# block 1

### config.mk
export PLATFORM = sky130hd
export DESIGN_NAME = virtio_csr_mq
export DESIGN_NICKNAME = d
export VERILOG_FILES = /design/src/rtl/virtio_csr_pkg.sv /design/src/rtl/virtio_csr_mq_cfg_ram.sv /design/src/rtl/virtio_csr_mq.sv
export SDC_FILE = /design/constraint.sdc
export NUM_CORES = 1
export LEC_CHECK = 0
export ABC_AREA = 1
export CORE_MARGIN = 2
export CORE_UTILIZATION = 50
export DETAILED_ROUTE_END_ITERATION = 8
export PLACE_DENSITY = 0.66
export SLEW_MARGIN = 20
export SYNTH_ARGS = -nofsm -noshare
export SYNTH_HDL_FRONTEND = slang
export SYNTH_HIERARCHICAL = 1
export SYNTH_SLANG_ARGS = --single-unit
### constraint.sdc
create_clock -name clk -period 6.5 [get_ports clk]
set_input_delay 0.975 -clock clk [delete_from_list [all_inputs] [get_ports clk]]
set_output_delay 0.975 -clock clk [all_outputs]
set_load 0.01 [all_outputs]
### src/rtl/virtio_csr_pkg.sv
// Shared constants for the legacy virtio-PCI common configuration block:
// register byte offsets, status/ISR bit positions and the address decoder.
package virtio_csr_pkg;

    localparam logic [31:0] OFF_DEV_FEAT          = 32'h00;
    localparam logic [31:0] OFF_GUEST_FEAT        = 32'h04;
    localparam logic [31:0] OFF_QUEUE_ADDR        = 32'h08;
    localparam logic [31:0] OFF_QUEUE_SIZE_SEL    = 32'h0C;
    localparam logic [31:0] OFF_NOTIFY_STATUS_ISR = 32'h10;
    localparam logic [31:0] OFF_MSIX              = 32'h14;
    localparam logic [31:0] OFF_CFG               = 32'h18;

    localparam logic [15:0] NO_VECTOR = 16'hFFFF;

    localparam int unsigned STATUS_ACK       = 0;
    localparam int unsigned STATUS_DRIVER    = 1;
    localparam int unsigned STATUS_DRIVER_OK = 2;
    localparam int unsigned STATUS_FAILED    = 7;

    localparam int unsigned ISR_QUEUE  = 0;
    localparam int unsigned ISR_CONFIG = 1;

    typedef enum logic [2:0] {
        REG_DEV_FEAT,
        REG_GUEST_FEAT,
        REG_QUEUE_ADDR,
        REG_QUEUE_SIZE_SEL,
        REG_NOTIFY_STATUS_ISR,
        REG_MSIX,
        REG_CFG,
        REG_NONE
    } reg_e;

    // waddr is the word-aligned byte address; cfg_end is one past the config RAM.
    function automatic reg_e decode_reg(input logic [31:0] waddr, input logic [31:0] cfg_end);
        reg_e r;
        r = REG_NONE;
        if (waddr >= OFF_CFG && waddr < cfg_end) begin
            r = REG_CFG;
        end else begin
            case (waddr)
                OFF_DEV_FEAT:          r = REG_DEV_FEAT;
                OFF_GUEST_FEAT:        r = REG_GUEST_FEAT;
                OFF_QUEUE_ADDR:        r = REG_QUEUE_ADDR;
                OFF_QUEUE_SIZE_SEL:    r = REG_QUEUE_SIZE_SEL;
                OFF_NOTIFY_STATUS_ISR: r = REG_NOTIFY_STATUS_ISR;
                OFF_MSIX:              r = REG_MSIX;
                default:               r = REG_NONE;
            endcase
        end
        return r;
    endfunction

endpackage

### src/rtl/virtio_csr_mq_cfg_ram.sv
// Device-specific config space: single-port, byte-write, read-first RAM with
// one cycle of read latency. Output holds while the port is idle.
module virtio_cfg_ram #(
    parameter int unsigned DEPTH = 16,
    parameter int unsigned AW    = (DEPTH > 1) ? $clog2(DEPTH) : 1
) (
    input  logic          clk_i,
    input  logic          en_i,
    input  logic [3:0]    we_i,
    input  logic [AW-1:0] addr_i,
    input  logic [31:0]   din_i,
    output logic [31:0]   dout_o
);

    logic [31:0] mem_q [DEPTH];
    logic [31:0] rdata_q;

    always_ff @(posedge clk_i) begin
        if (en_i) begin
            rdata_q <= mem_q[addr_i];
            for (int unsigned b = 0; b < 4; b++) begin
                if (we_i[b]) begin
                    mem_q[addr_i][8*b +: 8] <= din_i[8*b +: 8];
                end
            end
        end
    end

    assign dout_o = rdata_q;

endmodule

### src/rtl/virtio_csr_mq.sv
// Legacy virtio-PCI common config registers for NUM_QUEUES virtqueues, with
// notify/MSI-X request outputs and a byte-write device config RAM.
module virtio_csr_mq
    import virtio_csr_pkg::*;
#(
    parameter int unsigned NUM_QUEUES      = 3,
    parameter int unsigned QUEUE_SIZE      = 256,
    parameter logic [31:0] DEVICE_FEATURES = 32'h0000_0000,
    parameter int unsigned CFG_DEPTH       = 16
) (
    input  logic        clk,
    input  logic        rst,
    input  logic        en,
    input  logic [3:0]  we,
    input  logic [31:0] addr,
    input  logic [31:0] din,
    output logic [31:0] dout,
    input  logic        irq_valid,
    input  logic [15:0] irq_qid,
    input  logic        cfg_change,
    output logic        notify_valid,
    output logic [15:0] notify_qid,
    output logic        msix_valid,
    output logic [15:0] msix_vector,
    input  logic [15:0] q_sel,
    output logic [31:0] q_pfn,
    output logic        drv_ok,
    output logic        dev_reset
);

    localparam int unsigned QW      = (NUM_QUEUES > 1) ? $clog2(NUM_QUEUES) : 1;
    localparam int unsigned AW      = (CFG_DEPTH > 1) ? $clog2(CFG_DEPTH) : 1;
    localparam logic [15:0] NQ      = 16'(NUM_QUEUES);
    localparam logic [15:0] QSIZE   = 16'(QUEUE_SIZE);
    localparam logic [31:0] CFG_END = OFF_CFG + 32'(4 * CFG_DEPTH);

    logic [31:0] guest_q, guest_d;
    logic [31:0] qaddr_q [NUM_QUEUES];
    logic [31:0] qaddr_d [NUM_QUEUES];
    logic [15:0] qvec_q  [NUM_QUEUES];
    logic [15:0] qvec_d  [NUM_QUEUES];
    logic [15:0] qsel_q, qsel_d;
    logic [7:0]  status_q, status_d;
    logic [1:0]  isr_q, isr_d;
    logic [15:0] cfg_vec_q, cfg_vec_d;
    logic [31:0] rdata_q, rdata_d, rd_mux;
    logic        ram_sel_q, ram_sel_d;
    logic        notify_valid_q, notify_valid_d;
    logic [15:0] notify_qid_q, notify_qid_d;
    logic        dev_reset_q, dev_reset_d;
    logic        msix_valid_q, msix_valid_d;
    logic [15:0] msix_vector_q, msix_vector_d;
    logic        hold_valid_q, hold_valid_d;
    logic [15:0] hold_vec_q, hold_vec_d;
    logic [31:0] q_pfn_q, q_pfn_d;

    logic [31:0]   waddr;
    logic [31:0]   ram_off;
    reg_e          rsel;
    logic          acc_wr, acc_rd, do_reset, q_in_rng, irq_ok, q_req, c_req;
    logic [QW-1:0] qidx;
    logic [15:0]   irq_vec;
    logic [31:0]   ram_rdata;
    logic          ram_en;
    logic [3:0]    unused_bits;

    assign waddr    = {addr[31:2], 2'b00};
    assign rsel     = decode_reg(waddr, CFG_END);
    assign acc_wr   = en && (we != 4'b0000);
    assign acc_rd   = en && (we == 4'b0000);
    assign q_in_rng = qsel_q < NQ;
    assign qidx     = qsel_q[QW-1:0];
    assign irq_ok   = irq_valid && (irq_qid < NQ);
    assign irq_vec  = qvec_q[irq_qid[QW-1:0]];
    assign q_req    = irq_ok && (irq_vec != NO_VECTOR);
    assign c_req    = cfg_change && (cfg_vec_q != NO_VECTOR);
    assign do_reset = acc_wr && (rsel == REG_NOTIFY_STATUS_ISR) && we[2] && (din[23:16] == 8'h00);
    assign ram_off  = waddr - OFF_CFG;
    assign ram_en   = en && (rsel == REG_CFG);
    assign unused_bits = {addr[1:0], ram_off[1:0]};

    virtio_cfg_ram #(
        .DEPTH (CFG_DEPTH),
        .AW    (AW)
    ) u_cfg_ram (
        .clk_i  (clk),
        .en_i   (ram_en),
        .we_i   (we),
        .addr_i (ram_off[AW+1:2]),
        .din_i  (din),
        .dout_o (ram_rdata)
    );

    always_comb begin
        rd_mux = '0;
        case (rsel)
            REG_DEV_FEAT:          rd_mux = DEVICE_FEATURES;
            REG_GUEST_FEAT:        rd_mux = guest_q;
            REG_QUEUE_ADDR:        rd_mux = q_in_rng ? qaddr_q[qidx] : '0;
            REG_QUEUE_SIZE_SEL:    rd_mux = {qsel_q, q_in_rng ? QSIZE : 16'h0000};
            REG_NOTIFY_STATUS_ISR: rd_mux = {6'b0, isr_q, status_q, 16'h0000};
            REG_MSIX:              rd_mux = {q_in_rng ? qvec_q[qidx] : NO_VECTOR, cfg_vec_q};
            default:               rd_mux = '0;
        endcase
    end

    always_comb begin
        guest_d        = guest_q;
        qaddr_d        = qaddr_q;
        qvec_d         = qvec_q;
        qsel_d         = qsel_q;
        status_d       = status_q;
        isr_d          = isr_q;
        cfg_vec_d      = cfg_vec_q;
        rdata_d        = rdata_q;
        ram_sel_d      = ram_sel_q;
        notify_valid_d = 1'b0;
        notify_qid_d   = notify_qid_q;
        dev_reset_d    = 1'b0;

        if (en) begin
            rdata_d   = rd_mux;
            ram_sel_d = (rsel == REG_CFG);
        end

        if (acc_wr) begin
            case (rsel)
                REG_GUEST_FEAT: begin
                    for (int unsigned b = 0; b < 4; b++) begin
                        if (we[b]) guest_d[8*b +: 8] = din[8*b +: 8];
                    end
                end
                REG_QUEUE_ADDR: begin
                    for (int unsigned b = 0; b < 4; b++) begin
                        if (we[b] && q_in_rng) qaddr_d[qidx][8*b +: 8] = din[8*b +: 8];
                    end
                end
                REG_QUEUE_SIZE_SEL: begin
                    if (we[2]) qsel_d[7:0]  = din[23:16];
                    if (we[3]) qsel_d[15:8] = din[31:24];
                end
                REG_NOTIFY_STATUS_ISR: begin
                    if (we[2]) status_d = din[23:16];
                    if (we[1:0] == 2'b11 && din[15:0] < NQ && !do_reset) begin
                        notify_valid_d = 1'b1;
                        notify_qid_d   = din[15:0];
                    end
                end
                REG_MSIX: begin
                    if (we[0]) cfg_vec_d[7:0]  = din[7:0];
                    if (we[1]) cfg_vec_d[15:8] = din[15:8];
                    if (we[2] && q_in_rng) qvec_d[qidx][7:0]  = din[23:16];
                    if (we[3] && q_in_rng) qvec_d[qidx][15:8] = din[31:24];
                end
                default: ;
            endcase
        end

        if (do_reset) begin
            guest_d     = '0;
            qsel_d      = '0;
            cfg_vec_d   = NO_VECTOR;
            dev_reset_d = 1'b1;
            for (int unsigned i = 0; i < NUM_QUEUES; i++) begin
                qaddr_d[i] = '0;
                qvec_d[i]  = NO_VECTOR;
            end
        end

        // Clears are applied before sets so a same-cycle event survives the read.
        if ((acc_rd && rsel == REG_NOTIFY_STATUS_ISR) || do_reset) isr_d = '0;
        if (irq_ok)     isr_d[ISR_QUEUE]  = 1'b1;
        if (cfg_change) isr_d[ISR_CONFIG] = 1'b1;
    end

    // A held request goes out first; the first leftover takes the slot, others drop.
    always_comb begin
        msix_valid_d  = 1'b0;
        msix_vector_d = msix_vector_q;
        hold_valid_d  = 1'b0;
        hold_vec_d    = hold_vec_q;
        if (hold_valid_q) begin
            msix_valid_d  = 1'b1;
            msix_vector_d = hold_vec_q;
            if (q_req) begin
                hold_valid_d = 1'b1;
                hold_vec_d   = irq_vec;
            end else if (c_req) begin
                hold_valid_d = 1'b1;
                hold_vec_d   = cfg_vec_q;
            end
        end else if (q_req) begin
            msix_valid_d  = 1'b1;
            msix_vector_d = irq_vec;
            if (c_req) begin
                hold_valid_d = 1'b1;
                hold_vec_d   = cfg_vec_q;
            end
        end else if (c_req) begin
            msix_valid_d  = 1'b1;
            msix_vector_d = cfg_vec_q;
        end
    end

    assign q_pfn_d = (q_sel < NQ) ? qaddr_q[q_sel[QW-1:0]] : '0;

    always_ff @(posedge clk) begin
        if (rst) begin
            guest_q        <= '0;
            qsel_q         <= '0;
            status_q       <= '0;
            isr_q          <= '0;
            cfg_vec_q      <= NO_VECTOR;
            for (int unsigned i = 0; i < NUM_QUEUES; i++) begin
                qaddr_q[i] <= '0;
                qvec_q[i]  <= NO_VECTOR;
            end
            rdata_q        <= '0;
            ram_sel_q      <= 1'b0;
            notify_valid_q <= 1'b0;
            notify_qid_q   <= '0;
            dev_reset_q    <= 1'b0;
            msix_valid_q   <= 1'b0;
            msix_vector_q  <= '0;
            hold_valid_q   <= 1'b0;
            hold_vec_q     <= '0;
            q_pfn_q        <= '0;
        end else begin
            guest_q        <= guest_d;
            qsel_q         <= qsel_d;
            status_q       <= status_d;
            isr_q          <= isr_d;
            cfg_vec_q      <= cfg_vec_d;
            qaddr_q        <= qaddr_d;
            qvec_q         <= qvec_d;
            rdata_q        <= rdata_d;
            ram_sel_q      <= ram_sel_d;
            notify_valid_q <= notify_valid_d;
            notify_qid_q   <= notify_qid_d;
            dev_reset_q    <= dev_reset_d;
            msix_valid_q   <= msix_valid_d;
            msix_vector_q  <= msix_vector_d;
            hold_valid_q   <= hold_valid_d;
            hold_vec_q     <= hold_vec_d;
            q_pfn_q        <= q_pfn_d;
        end
    end

    assign dout         = ram_sel_q ? ram_rdata : rdata_q;
    assign notify_valid = notify_valid_q;
    assign notify_qid   = notify_qid_q;
    assign dev_reset    = dev_reset_q;
    assign msix_valid   = msix_valid_q;
    assign msix_vector  = msix_vector_q;
    assign q_pfn        = q_pfn_q;
    assign drv_ok       = status_q[STATUS_DRIVER_OK];

endmodule

# block 2

==> src/rtl/demux4_stream_if.sv <==
// Stream bundle for the 1-to-4 demultiplexer: one input stream, four
// output channels with valid/ready, and the accept counter.
interface demux4_stream_if #(
   parameter int DATA_W = 8
);
   logic              in_valid;
   logic              in_ready;
   logic [1:0]        in_sel;
   logic              in_bcast;
   logic [DATA_W-1:0] in_data;
   logic [3:0]        out_valid;
   logic [3:0]        out_ready;
   logic [DATA_W-1:0] out_data0;
   logic [DATA_W-1:0] out_data1;
   logic [DATA_W-1:0] out_data2;
   logic [DATA_W-1:0] out_data3;
   logic [15:0]       acc_cnt;

   // The surrounding environment: it feeds the input stream and sinks the channels.
   modport master (
      output in_valid, in_sel, in_bcast, in_data, out_ready,
      input  in_ready, out_valid, out_data0, out_data1, out_data2, out_data3, acc_cnt
   );

   modport slave (
      input  in_valid, in_sel, in_bcast, in_data, out_ready,
      output in_ready, out_valid, out_data0, out_data1, out_data2, out_data3, acc_cnt
   );
endinterface

==> src/rtl/demux4_stream.sv <==
// 1-to-4 stream demultiplexer with a one-entry holding register per channel,
// unicast or all-or-nothing broadcast delivery, and a wrapping accept counter.
module demux4_stream #(
   parameter int DATA_W = 8
) (
   input logic             clk,
   input logic             rst,
   demux4_stream_if.slave  bus
);

   logic [3:0]        valid_q;
   logic [DATA_W-1:0] data_q [4];
   logic [15:0]       cnt_q;

   logic [3:0] free;
   logic [3:0] target;
   logic [3:0] load;
   logic       accept;

   // A transfer is possible only when every channel it targets is empty or
   // being drained this cycle, so broadcast never delivers partially.
   always_comb begin
      free         = ~valid_q | bus.out_ready;
      target       = bus.in_bcast ? 4'b1111 : (4'b0001 << bus.in_sel);
      bus.in_ready = !rst && ((free & target) == target);
      accept       = bus.in_valid && bus.in_ready;
      load         = accept ? target : 4'b0000;
   end

   always_ff @(posedge clk) begin
      if (rst) begin
         valid_q <= 4'b0000;
         cnt_q   <= 16'h0000;
         for (int i = 0; i < 4; i++) begin
            data_q[i] <= '0;
         end
      end else begin
         // A load wins over a drain so a back-to-back word causes no bubble.
         for (int i = 0; i < 4; i++) begin
            if (load[i]) begin
               data_q[i]  <= bus.in_data;
               valid_q[i] <= 1'b1;
            end else if (valid_q[i] && bus.out_ready[i]) begin
               valid_q[i] <= 1'b0;
            end
         end
         if (accept) begin
            cnt_q <= cnt_q + 16'd1;
         end
      end
   end

   assign bus.out_valid = valid_q;
   assign bus.out_data0 = data_q[0];
   assign bus.out_data1 = data_q[1];
   assign bus.out_data2 = data_q[2];
   assign bus.out_data3 = data_q[3];
   assign bus.acc_cnt   = cnt_q;

endmodule

==> src/flat_wrapper.sv <==
// flat-port wrapper written by rule: the top's interface ports become plain ports
module demux4_stream_flat 
#(
   parameter int DATA_W = 8
)
  (clk, rst, bus_in_valid, bus_in_sel, bus_in_bcast, bus_in_data, bus_out_ready, bus_in_ready, bus_out_valid, bus_out_data0, bus_out_data1, bus_out_data2, bus_out_data3, bus_acc_cnt);
  demux4_stream_if #(.DATA_W(DATA_W)) bus_i ();
  input logic clk;
  input logic rst;
  input wire logic [$bits(bus_i.in_valid)-1:0] bus_in_valid;
  input wire logic [$bits(bus_i.in_sel)-1:0] bus_in_sel;
  input wire logic [$bits(bus_i.in_bcast)-1:0] bus_in_bcast;
  input wire logic [$bits(bus_i.in_data)-1:0] bus_in_data;
  input wire logic [$bits(bus_i.out_ready)-1:0] bus_out_ready;
  output wire logic [$bits(bus_i.in_ready)-1:0] bus_in_ready;
  output wire logic [$bits(bus_i.out_valid)-1:0] bus_out_valid;
  output wire logic [$bits(bus_i.out_data0)-1:0] bus_out_data0;
  output wire logic [$bits(bus_i.out_data1)-1:0] bus_out_data1;
  output wire logic [$bits(bus_i.out_data2)-1:0] bus_out_data2;
  output wire logic [$bits(bus_i.out_data3)-1:0] bus_out_data3;
  output wire logic [$bits(bus_i.acc_cnt)-1:0] bus_acc_cnt;
  assign bus_i.in_valid = bus_in_valid;
  assign bus_i.in_sel = bus_in_sel;
  assign bus_i.in_bcast = bus_in_bcast;
  assign bus_i.in_data = bus_in_data;
  assign bus_i.out_ready = bus_out_ready;
  assign bus_in_ready = bus_i.in_ready;
  assign bus_out_valid = bus_i.out_valid;
  assign bus_out_data0 = bus_i.out_data0;
  assign bus_out_data1 = bus_i.out_data1;
  assign bus_out_data2 = bus_i.out_data2;
  assign bus_out_data3 = bus_i.out_data3;
  assign bus_acc_cnt = bus_i.acc_cnt;
  demux4_stream #(.DATA_W(DATA_W)) u_core (.clk(clk), .rst(rst), .bus(bus_i));
endmodule
==> config.mk <==
export PLATFORM = sky130hd
export DESIGN_NAME = demux4_stream_flat
export DESIGN_NICKNAME = d
export VERILOG_FILES = /design/src/rtl/demux4_stream_if.sv /design/src/rtl/demux4_stream.sv /design/src/flat_wrapper.sv
export SDC_FILE = /design/constraint.sdc
export NUM_CORES = 1
export LEC_CHECK = 0
export CORE_MARGIN = 3
export CORE_UTILIZATION = 45
export DETAILED_ROUTE_END_ITERATION = 7
export PLACE_DENSITY = 0.78
export SYNTH_ARGS = -nofsm -noshare
export SYNTH_HDL_FRONTEND = slang
export SYNTH_SLANG_ARGS = --single-unit
==> constraint.sdc <==
create_clock -name clk -period 5.36 [get_ports clk]
set_input_delay 1.608 -clock clk [delete_from_list [all_inputs] [get_ports clk]]
set_output_delay 1.608 -clock clk [all_outputs]
set_load 0.005 [all_outputs]
# block 3

$ cat config.mk
export PLATFORM = sky130hd
export DESIGN_NAME = shift_deser
export DESIGN_NICKNAME = d
export VERILOG_FILES = /design/src/rtl/shift_pkg.sv /design/src/rtl/shift_deser.sv
export SDC_FILE = /design/constraint.sdc
export NUM_CORES = 1
export LEC_CHECK = 0
export ABC_AREA = 1
export CAP_MARGIN = 20
export CELL_PAD_IN_SITES_DETAIL_PLACEMENT = 0
export CELL_PAD_IN_SITES_GLOBAL_PLACEMENT = 1
export CORE_MARGIN = 2
export CORE_UTILIZATION = 35
export CTS_CLUSTER_SIZE = 25
export DETAILED_ROUTE_END_ITERATION = 8
export GPL_ROUTABILITY_DRIVEN = 0
export GPL_TIMING_DRIVEN = 0
export PLACE_DENSITY = 0.82
export SKIP_LAST_GASP = 1
export SYNTH_ARGS = -nofsm -noshare
export SYNTH_HDL_FRONTEND = slang
export SYNTH_SLANG_ARGS = --single-unit
$ cat constraint.sdc
create_clock -name clk -period 3.11 [get_ports clk]
set_input_delay 0.4665 -clock clk [delete_from_list [all_inputs] [get_ports clk]]
set_output_delay 0.4665 -clock clk [all_outputs]
set_load 0.01 [all_outputs]
$ cat src/rtl/shift_pkg.sv
// Shared definitions for the serial shift link: bit-order encoding and receive FSM states.
package shift_pkg;

  localparam logic DIR_MSB_FIRST = 1'b0;
  localparam logic DIR_LSB_FIRST = 1'b1;

  typedef enum logic [0:0] {
    IDLE,
    RECV
  } rx_state_t;

endpackage

$ cat src/rtl/shift_deser.sv
// Serial-to-parallel receiver: assembles WIDTH-bit words MSB- or LSB-first into a
// one-word holding register with valid/ready handshake, framing resync and sticky overrun.
module shift_deser
  import shift_pkg::*;
#(
  parameter int unsigned WIDTH = 4,
  parameter int unsigned CNT_W = $clog2(WIDTH)
) (
  input  logic             clk,
  input  logic             rst,
  input  logic             sin_valid,
  input  logic             sin,
  input  logic             frame,
  input  logic             dir,
  output logic [WIDTH-1:0] par_out,
  output logic             out_valid,
  input  logic             out_ready,
  output logic             busy,
  output logic             overrun,
  input  logic             clr_ovr
);

  rx_state_t        state_q;
  logic [CNT_W-1:0] cnt_q;
  logic             dir_q;
  logic [WIDTH-1:0] sh_q;

  logic             start;
  logic             dir_eff;
  logic [CNT_W-1:0] cnt_eff;
  logic [WIDTH-1:0] sh_nxt;
  logic             done;
  logic             pop;

  // A framed bit or the first bit after IDLE becomes bit 0 and re-latches dir.
  always_comb begin
    start   = frame || (state_q == IDLE);
    dir_eff = start ? dir : dir_q;
    cnt_eff = start ? '0 : cnt_q;
    sh_nxt  = (dir_eff == DIR_LSB_FIRST) ? {sin, sh_q[WIDTH-1:1]} : {sh_q[WIDTH-2:0], sin};
    done    = sin_valid && (cnt_eff == CNT_W'(WIDTH - 1));
    pop     = out_valid && out_ready;
  end

  always_ff @(posedge clk or negedge rst) begin
    if (!rst) begin
      state_q   <= IDLE;
      cnt_q     <= '0;
      dir_q     <= DIR_MSB_FIRST;
      sh_q      <= '0;
      par_out   <= '0;
      out_valid <= 1'b0;
      busy      <= 1'b0;
      overrun   <= 1'b0;
    end else begin
      if (sin_valid) begin
        sh_q  <= sh_nxt;
        dir_q <= dir_eff;
        if (done) begin
          cnt_q   <= '0;
          state_q <= IDLE;
          busy    <= 1'b0;
        end else begin
          cnt_q   <= cnt_eff + CNT_W'(1);
          state_q <= RECV;
          busy    <= 1'b1;
        end
      end

      // A pop on the completion edge frees the slot, so the new word loads without a bubble.
      if (done && (!out_valid || out_ready)) begin
        par_out   <= sh_nxt;
        out_valid <= 1'b1;
      end else if (pop) begin
        out_valid <= 1'b0;
      end

      if (done && out_valid && !out_ready) begin
        overrun <= 1'b1;
      end else if (clr_ovr) begin
        overrun <= 1'b0;
      end
    end
  end

endmodule

Block 2, sequential cells coloured by netlist name:
The bar under the picture is 20 um long.
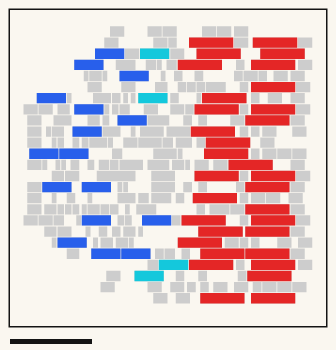
Key: blue = `u_core.bus.acc_cnt` [sequential cells 16]; red = `u_core.data_q` [sequential cells 32, where a vertical strip on the right]; cyan = `u_core.bus.out_valid` [sequential cells 4]
sequential cell area share: 43.02%
sequential cell area: 1361 um2
Layout Utilization: 65.69%
sequential power: 0.000454 W

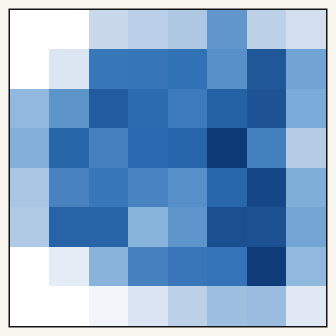
Block 2: cell density map
The die is cut into 8 by 8 equal tiles; white is low, dark blue is high, 0 to 100% covered.
The emptiest ninth of the die: south-west. The fullest tile reaches 96%. 9.4% of the tiles are nearly empty. 25% of the tiles are over 75% full. The mean over all tiles is 52%.
Pre-Place Util: 47.56%
core region area: 4817 um2

==> reports/results.ini, block 2 <==
[status]
run_status=complete, no violations

[critical_path]
cp_top_family=buffers and inverters

[cells_and_area]
final_net_count=278
inv_count=9
area_growth_pct=38.12
comb_share_pct=27.40
drive_gt1_share_pct=12.31
postLayoutCellArea_um2=3164
design.seq.count=52

[pwr]
total_power_w=0.0007782
p_clk_share_pct=27.5
irDropWorstVdd_uv=134.8
top_power_group=sequential cells

[yosys]
synth_warnings=0
ys_seq_elements=52
synth-xor-area-share_pct=4.588
fa_ha_area_share_pct=0.5461

[final_timing]
finClkSkew_ns=0.003934
setup_slack_ns=0.2610
rsz0062_at_grt=no

[placed_design]
dp_slack_ns=0.2830
place_area_um2=3077
numPortBuffers=70

[die]
tapCellCount=67

[clock_tree]
cts_buffer_depth=2

[hold_path]
hold_path_class=flip-flop to flip-flop

[detailed_routing]
routed_wirelength_um=4607
drtAntennaViolNets=0

block 2: final timing paths:
| path | cells after the start | end | startpoint | slack, ns |
|---|---|---|---|---|
| worst max-delay path | 7 | bus_in_ready | bus_in_sel[1] | 0.26 |
| worst min-delay path | 1 | u_core.bus.acc_cnt[2] | u_core.bus.acc_cnt[2] | 0.50 |
| worst max register to register | 6 | u_core.data_q[0][3] | u_core.bus.out_valid[2] | 3.13 |
| worst min register to register | 1 | u_core.bus.acc_cnt[2] | u_core.bus.acc_cnt[2] | 0.50 |
block 2: cell usage after synthesis, drive strengths merged:
cell / instances
o41ai: 1
nand2: 5
and2: 25
a31o: 1
o21bai: 4
clkbuf: 2
o2111ai: 1
o311ai: 1
o221ai: 1
nand3: 6
nor3b: 1
mux2i: 2
nor3: 8
or2: 5
nand2b: 3
o21ai: 2
and3: 9
dfxtp: 20
nand4: 4
xnor2: 12
inv: 9
a21oi: 4
ha: 1
nor4: 6
buf: 3
nor2: 15
edfxtp: 32
block 2: worst register-to-register path, delay by kind of cell (launching register included):
family	cells	cell delay, ns
flops	1	0.32
simple gates	4	1.25
compound gates	1	0.12
buf+inv	1	0.21
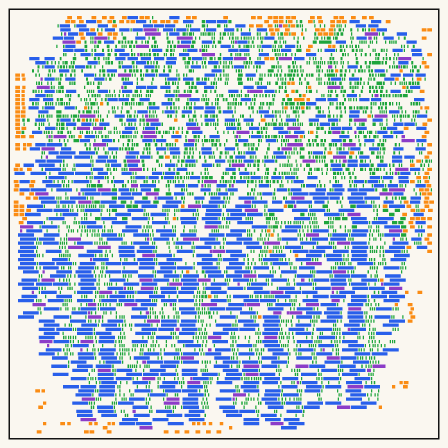
Block 1: placement by cell class
Key: purple = clock drivers and dummy loads [cells 173, share of their area 7.2%]; blue = flops [cells 879, share of their area 53%]; green = combinational and other logic [cells 3481, share of their area 34%]; orange = other buffers and delay cells [cells 274, share of their area 5.9%]

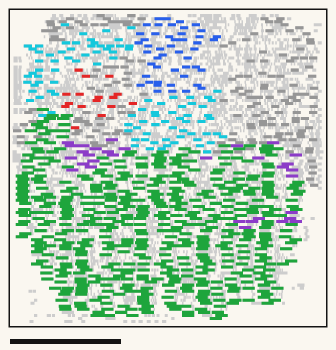
Block 1: sequential cells coloured by netlist name
The bar under the picture is 100 um long.
Key: purple = `u_cfg_ram/dout_o` [sequential cells 32, where a horizontal strip, middle]; blue = `qvec_q` [sequential cells 48, where north]; green = `u_cfg_ram/mem_q` [sequential cells 512]; cyan = `qaddr_q` [sequential cells 96]; red = `qsel_q` [sequential cells 16, where north-west]
Another 175 sequential cells are not coloured.

==> reports/results.ini, block 1 <==
[yosys]
async_flop_share_pct=0
fa_ha_area_share_pct=0.03195
top_cell=nand2_1
ys.flop_type=edfxtp_1
syn_area_um2=39160
synthCells=4607
ys_cells=4607

[die]
placementRows=102

[placed_design]
dp_slack_ns=1.059

[grt]
grt_antenna_before_repair=3

[hold_path]
hp-start=notify_qid[3]

[pwr]
combPwrFrac_pct=5.9
p_comb_w=0.000719
p_int_w=0.009304

[cells_and_area]
logic_gate_count=3188
diodes=2
largest_class=registers

[status]
run_status=complete, no violations

[clock_tree]
cts-resized-gates=0
postCtsHoldBufs=0

[critical_path]
path_cells=clkdlybuf4s50_1, nor2_1, nand3_1, nor2_1, nand2_1, nor3_2, buf_4, nor3_1, nand3b_1, nor2_4, buf_4, nand2_1, nor2_1

block 1: routing by layer:
metal  wire, um  vias up  global-route usage [%]  share of wire (%)
li1           -    15250                       -                  -
met1      49230    15080                   40.44                 43
met2      51810     1458                   43.26                 45
met3      10910      186                   4.510                9.5
met4       3184        4                   8.360                2.8
met5         27        -                       0              0.023
block 1: how the worst max path moves through the flow:
| stage | start | endpoint |
|---|---|---|
| finish | addr[26] | u_cfg_ram/mem_q[5][2] |
| global route | addr[26] | u_cfg_ram/mem_q[4][2] |
| CTS | addr[26] | u_cfg_ram/mem_q[5][4] |
| detailed placement | addr[26] | u_cfg_ram/mem_q[4][6] |
| global placement | addr[26] | u_cfg_ram/mem_q[3][21] |
| floorplan | addr[21] | u_cfg_ram/mem_q[10][0] |
block 1: flip-flops by register name, summed over array words and instances, names as in the netlist, 2 cells and up:
name,count
cfg_vec_q,16
guest_q,32
hold_vec_q,16
isr_q,2
msix_vector,16
notify_qid,16
q_pfn,32
qaddr_q,96
qsel_q,16
qvec_q,48
rdata_q,32
status_q,8
u_cfg_ram/dout_o,32
u_cfg_ram/mem_q,512
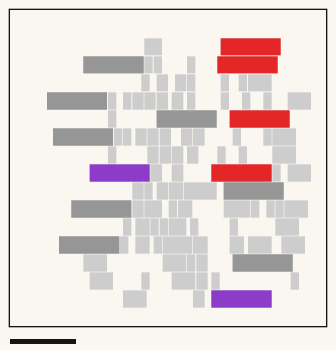
Block 3: sequential cells coloured by netlist name
The bar under the picture is 10 um long.
Key: red = `par_out` [sequential cells 4]; purple = `cnt_q` [sequential cells 2]
Another 8 sequential cells are not coloured.

==> reports/results.ini, block 3 <==
[detailed_routing]
routed_wirelength_um=1293
highest_layer=met4
wl_met1_um=627

[critical_path]
cp-start-kind=flip-flop
setup.worst_path.end_class=primary output
path_cells=clkdlybuf4s50_1
cp_top_family=buffers and inverters
worstReg2RegEnd=par_out[2]
r2r_start=state_q

[pwr]
swShare_pct=28.13
p_sw_w=0.0001294
p_int_w=0.0003306
p_clk_share_pct=29.3
p_seq_w=0.000221

[status]
run_status=complete, no violations

[clock_tree]
clk_latency_ns=0.29
postCtsHoldBufs=0

[cells_and_area]
final_cell_mix=20 x nand2_1, 20 x nand3_1, 14 x inv_1, 14 x dfrtp_1, 14 x clkdlybuf4s50_1

[final_timing]
report.final.hold_viol_count=0
max_freq_mhz=575.0
rsz0062_at_grt=no

[hold_path]
hp-start=par_out[0]

[die]
die_h_um=47.73

[yosys]
synth_nets=92

[grt]
track_usage_pct=14.05

[block 3: per-layer routing]
layer | global-route usage [%] | vias up
met2 | 22.13 | 14
met5 | 0 | -
met1 | 16.74 | 250
met3 | 3.396 | 4
met4 | 9.730 | 0
li1 | - | 300
[block 3: final cells by class]
type,instances,area [um2]
sequential,14,350.3
tap,25,31.28
multi-input combinational,53,257.7
fill,195,887.1
inverter,15,56.30
timing repair buffer,14,140.1
clock buffer,4,36.28
buffer,1,5.005
[block 3: logic make-up after synthesis]
| family | count (synthesis) | share of synthesized area (%) |
|---|---|---|
| buffers and inverters | 16 | 9.158 |
| and+or+nand+nor | 48 | 33.27 |
| AOI/OAI and AO/OA | 4 | 3.364 |
| adders and majority gates | 1 | 1.869 |
| DFF | 14 | 52.34 |
[block 3: tightest hold or removal path: stages (launching register included)]
cell	delay (ns)
dfrtp_1	0.35
nand2_1	0.05
nand2_1	0.05
[block 3: cells in the mapped netlist]
library cell	number
nand2_2	4
ha_1	1
o22ai_1	2
inv_2	1
inv_1	14
buf_2	1
o21ai_0	2
nor2_4	1
nand2_1	20
dfrtp_1	14
nor2_1	3
nand3_1	20


## Gallery

Met3 routing.
image #1
The bar under the picture is 20 um long.
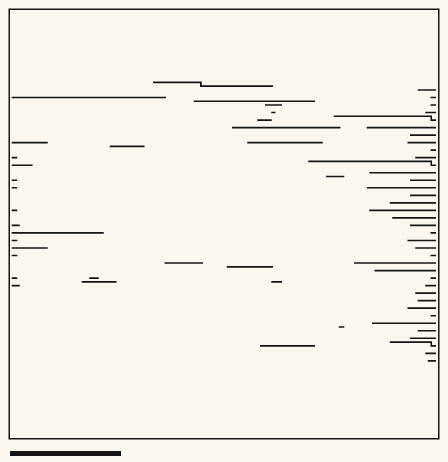
image #2
The bar under the picture is 10 um long.
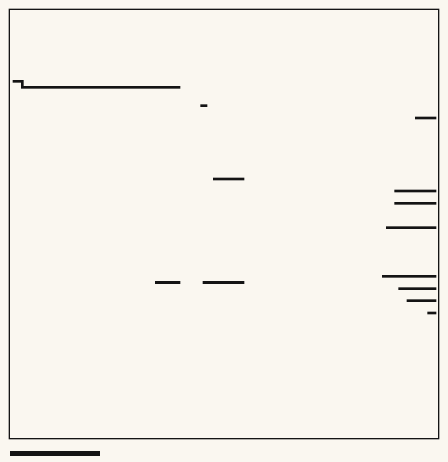
image #3
The bar under the picture is 100 um long.
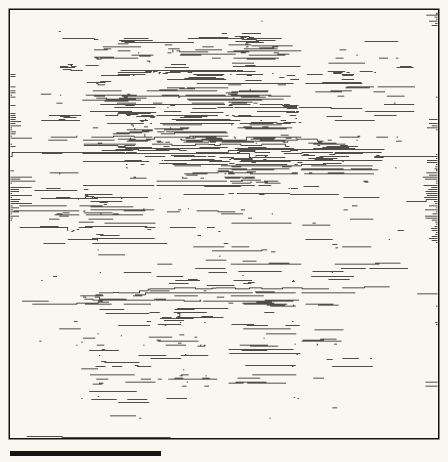
- block 3 = image #2
- block 1 = image #3
- block 2 = image #1

Power and IR drop assume default switching activity.
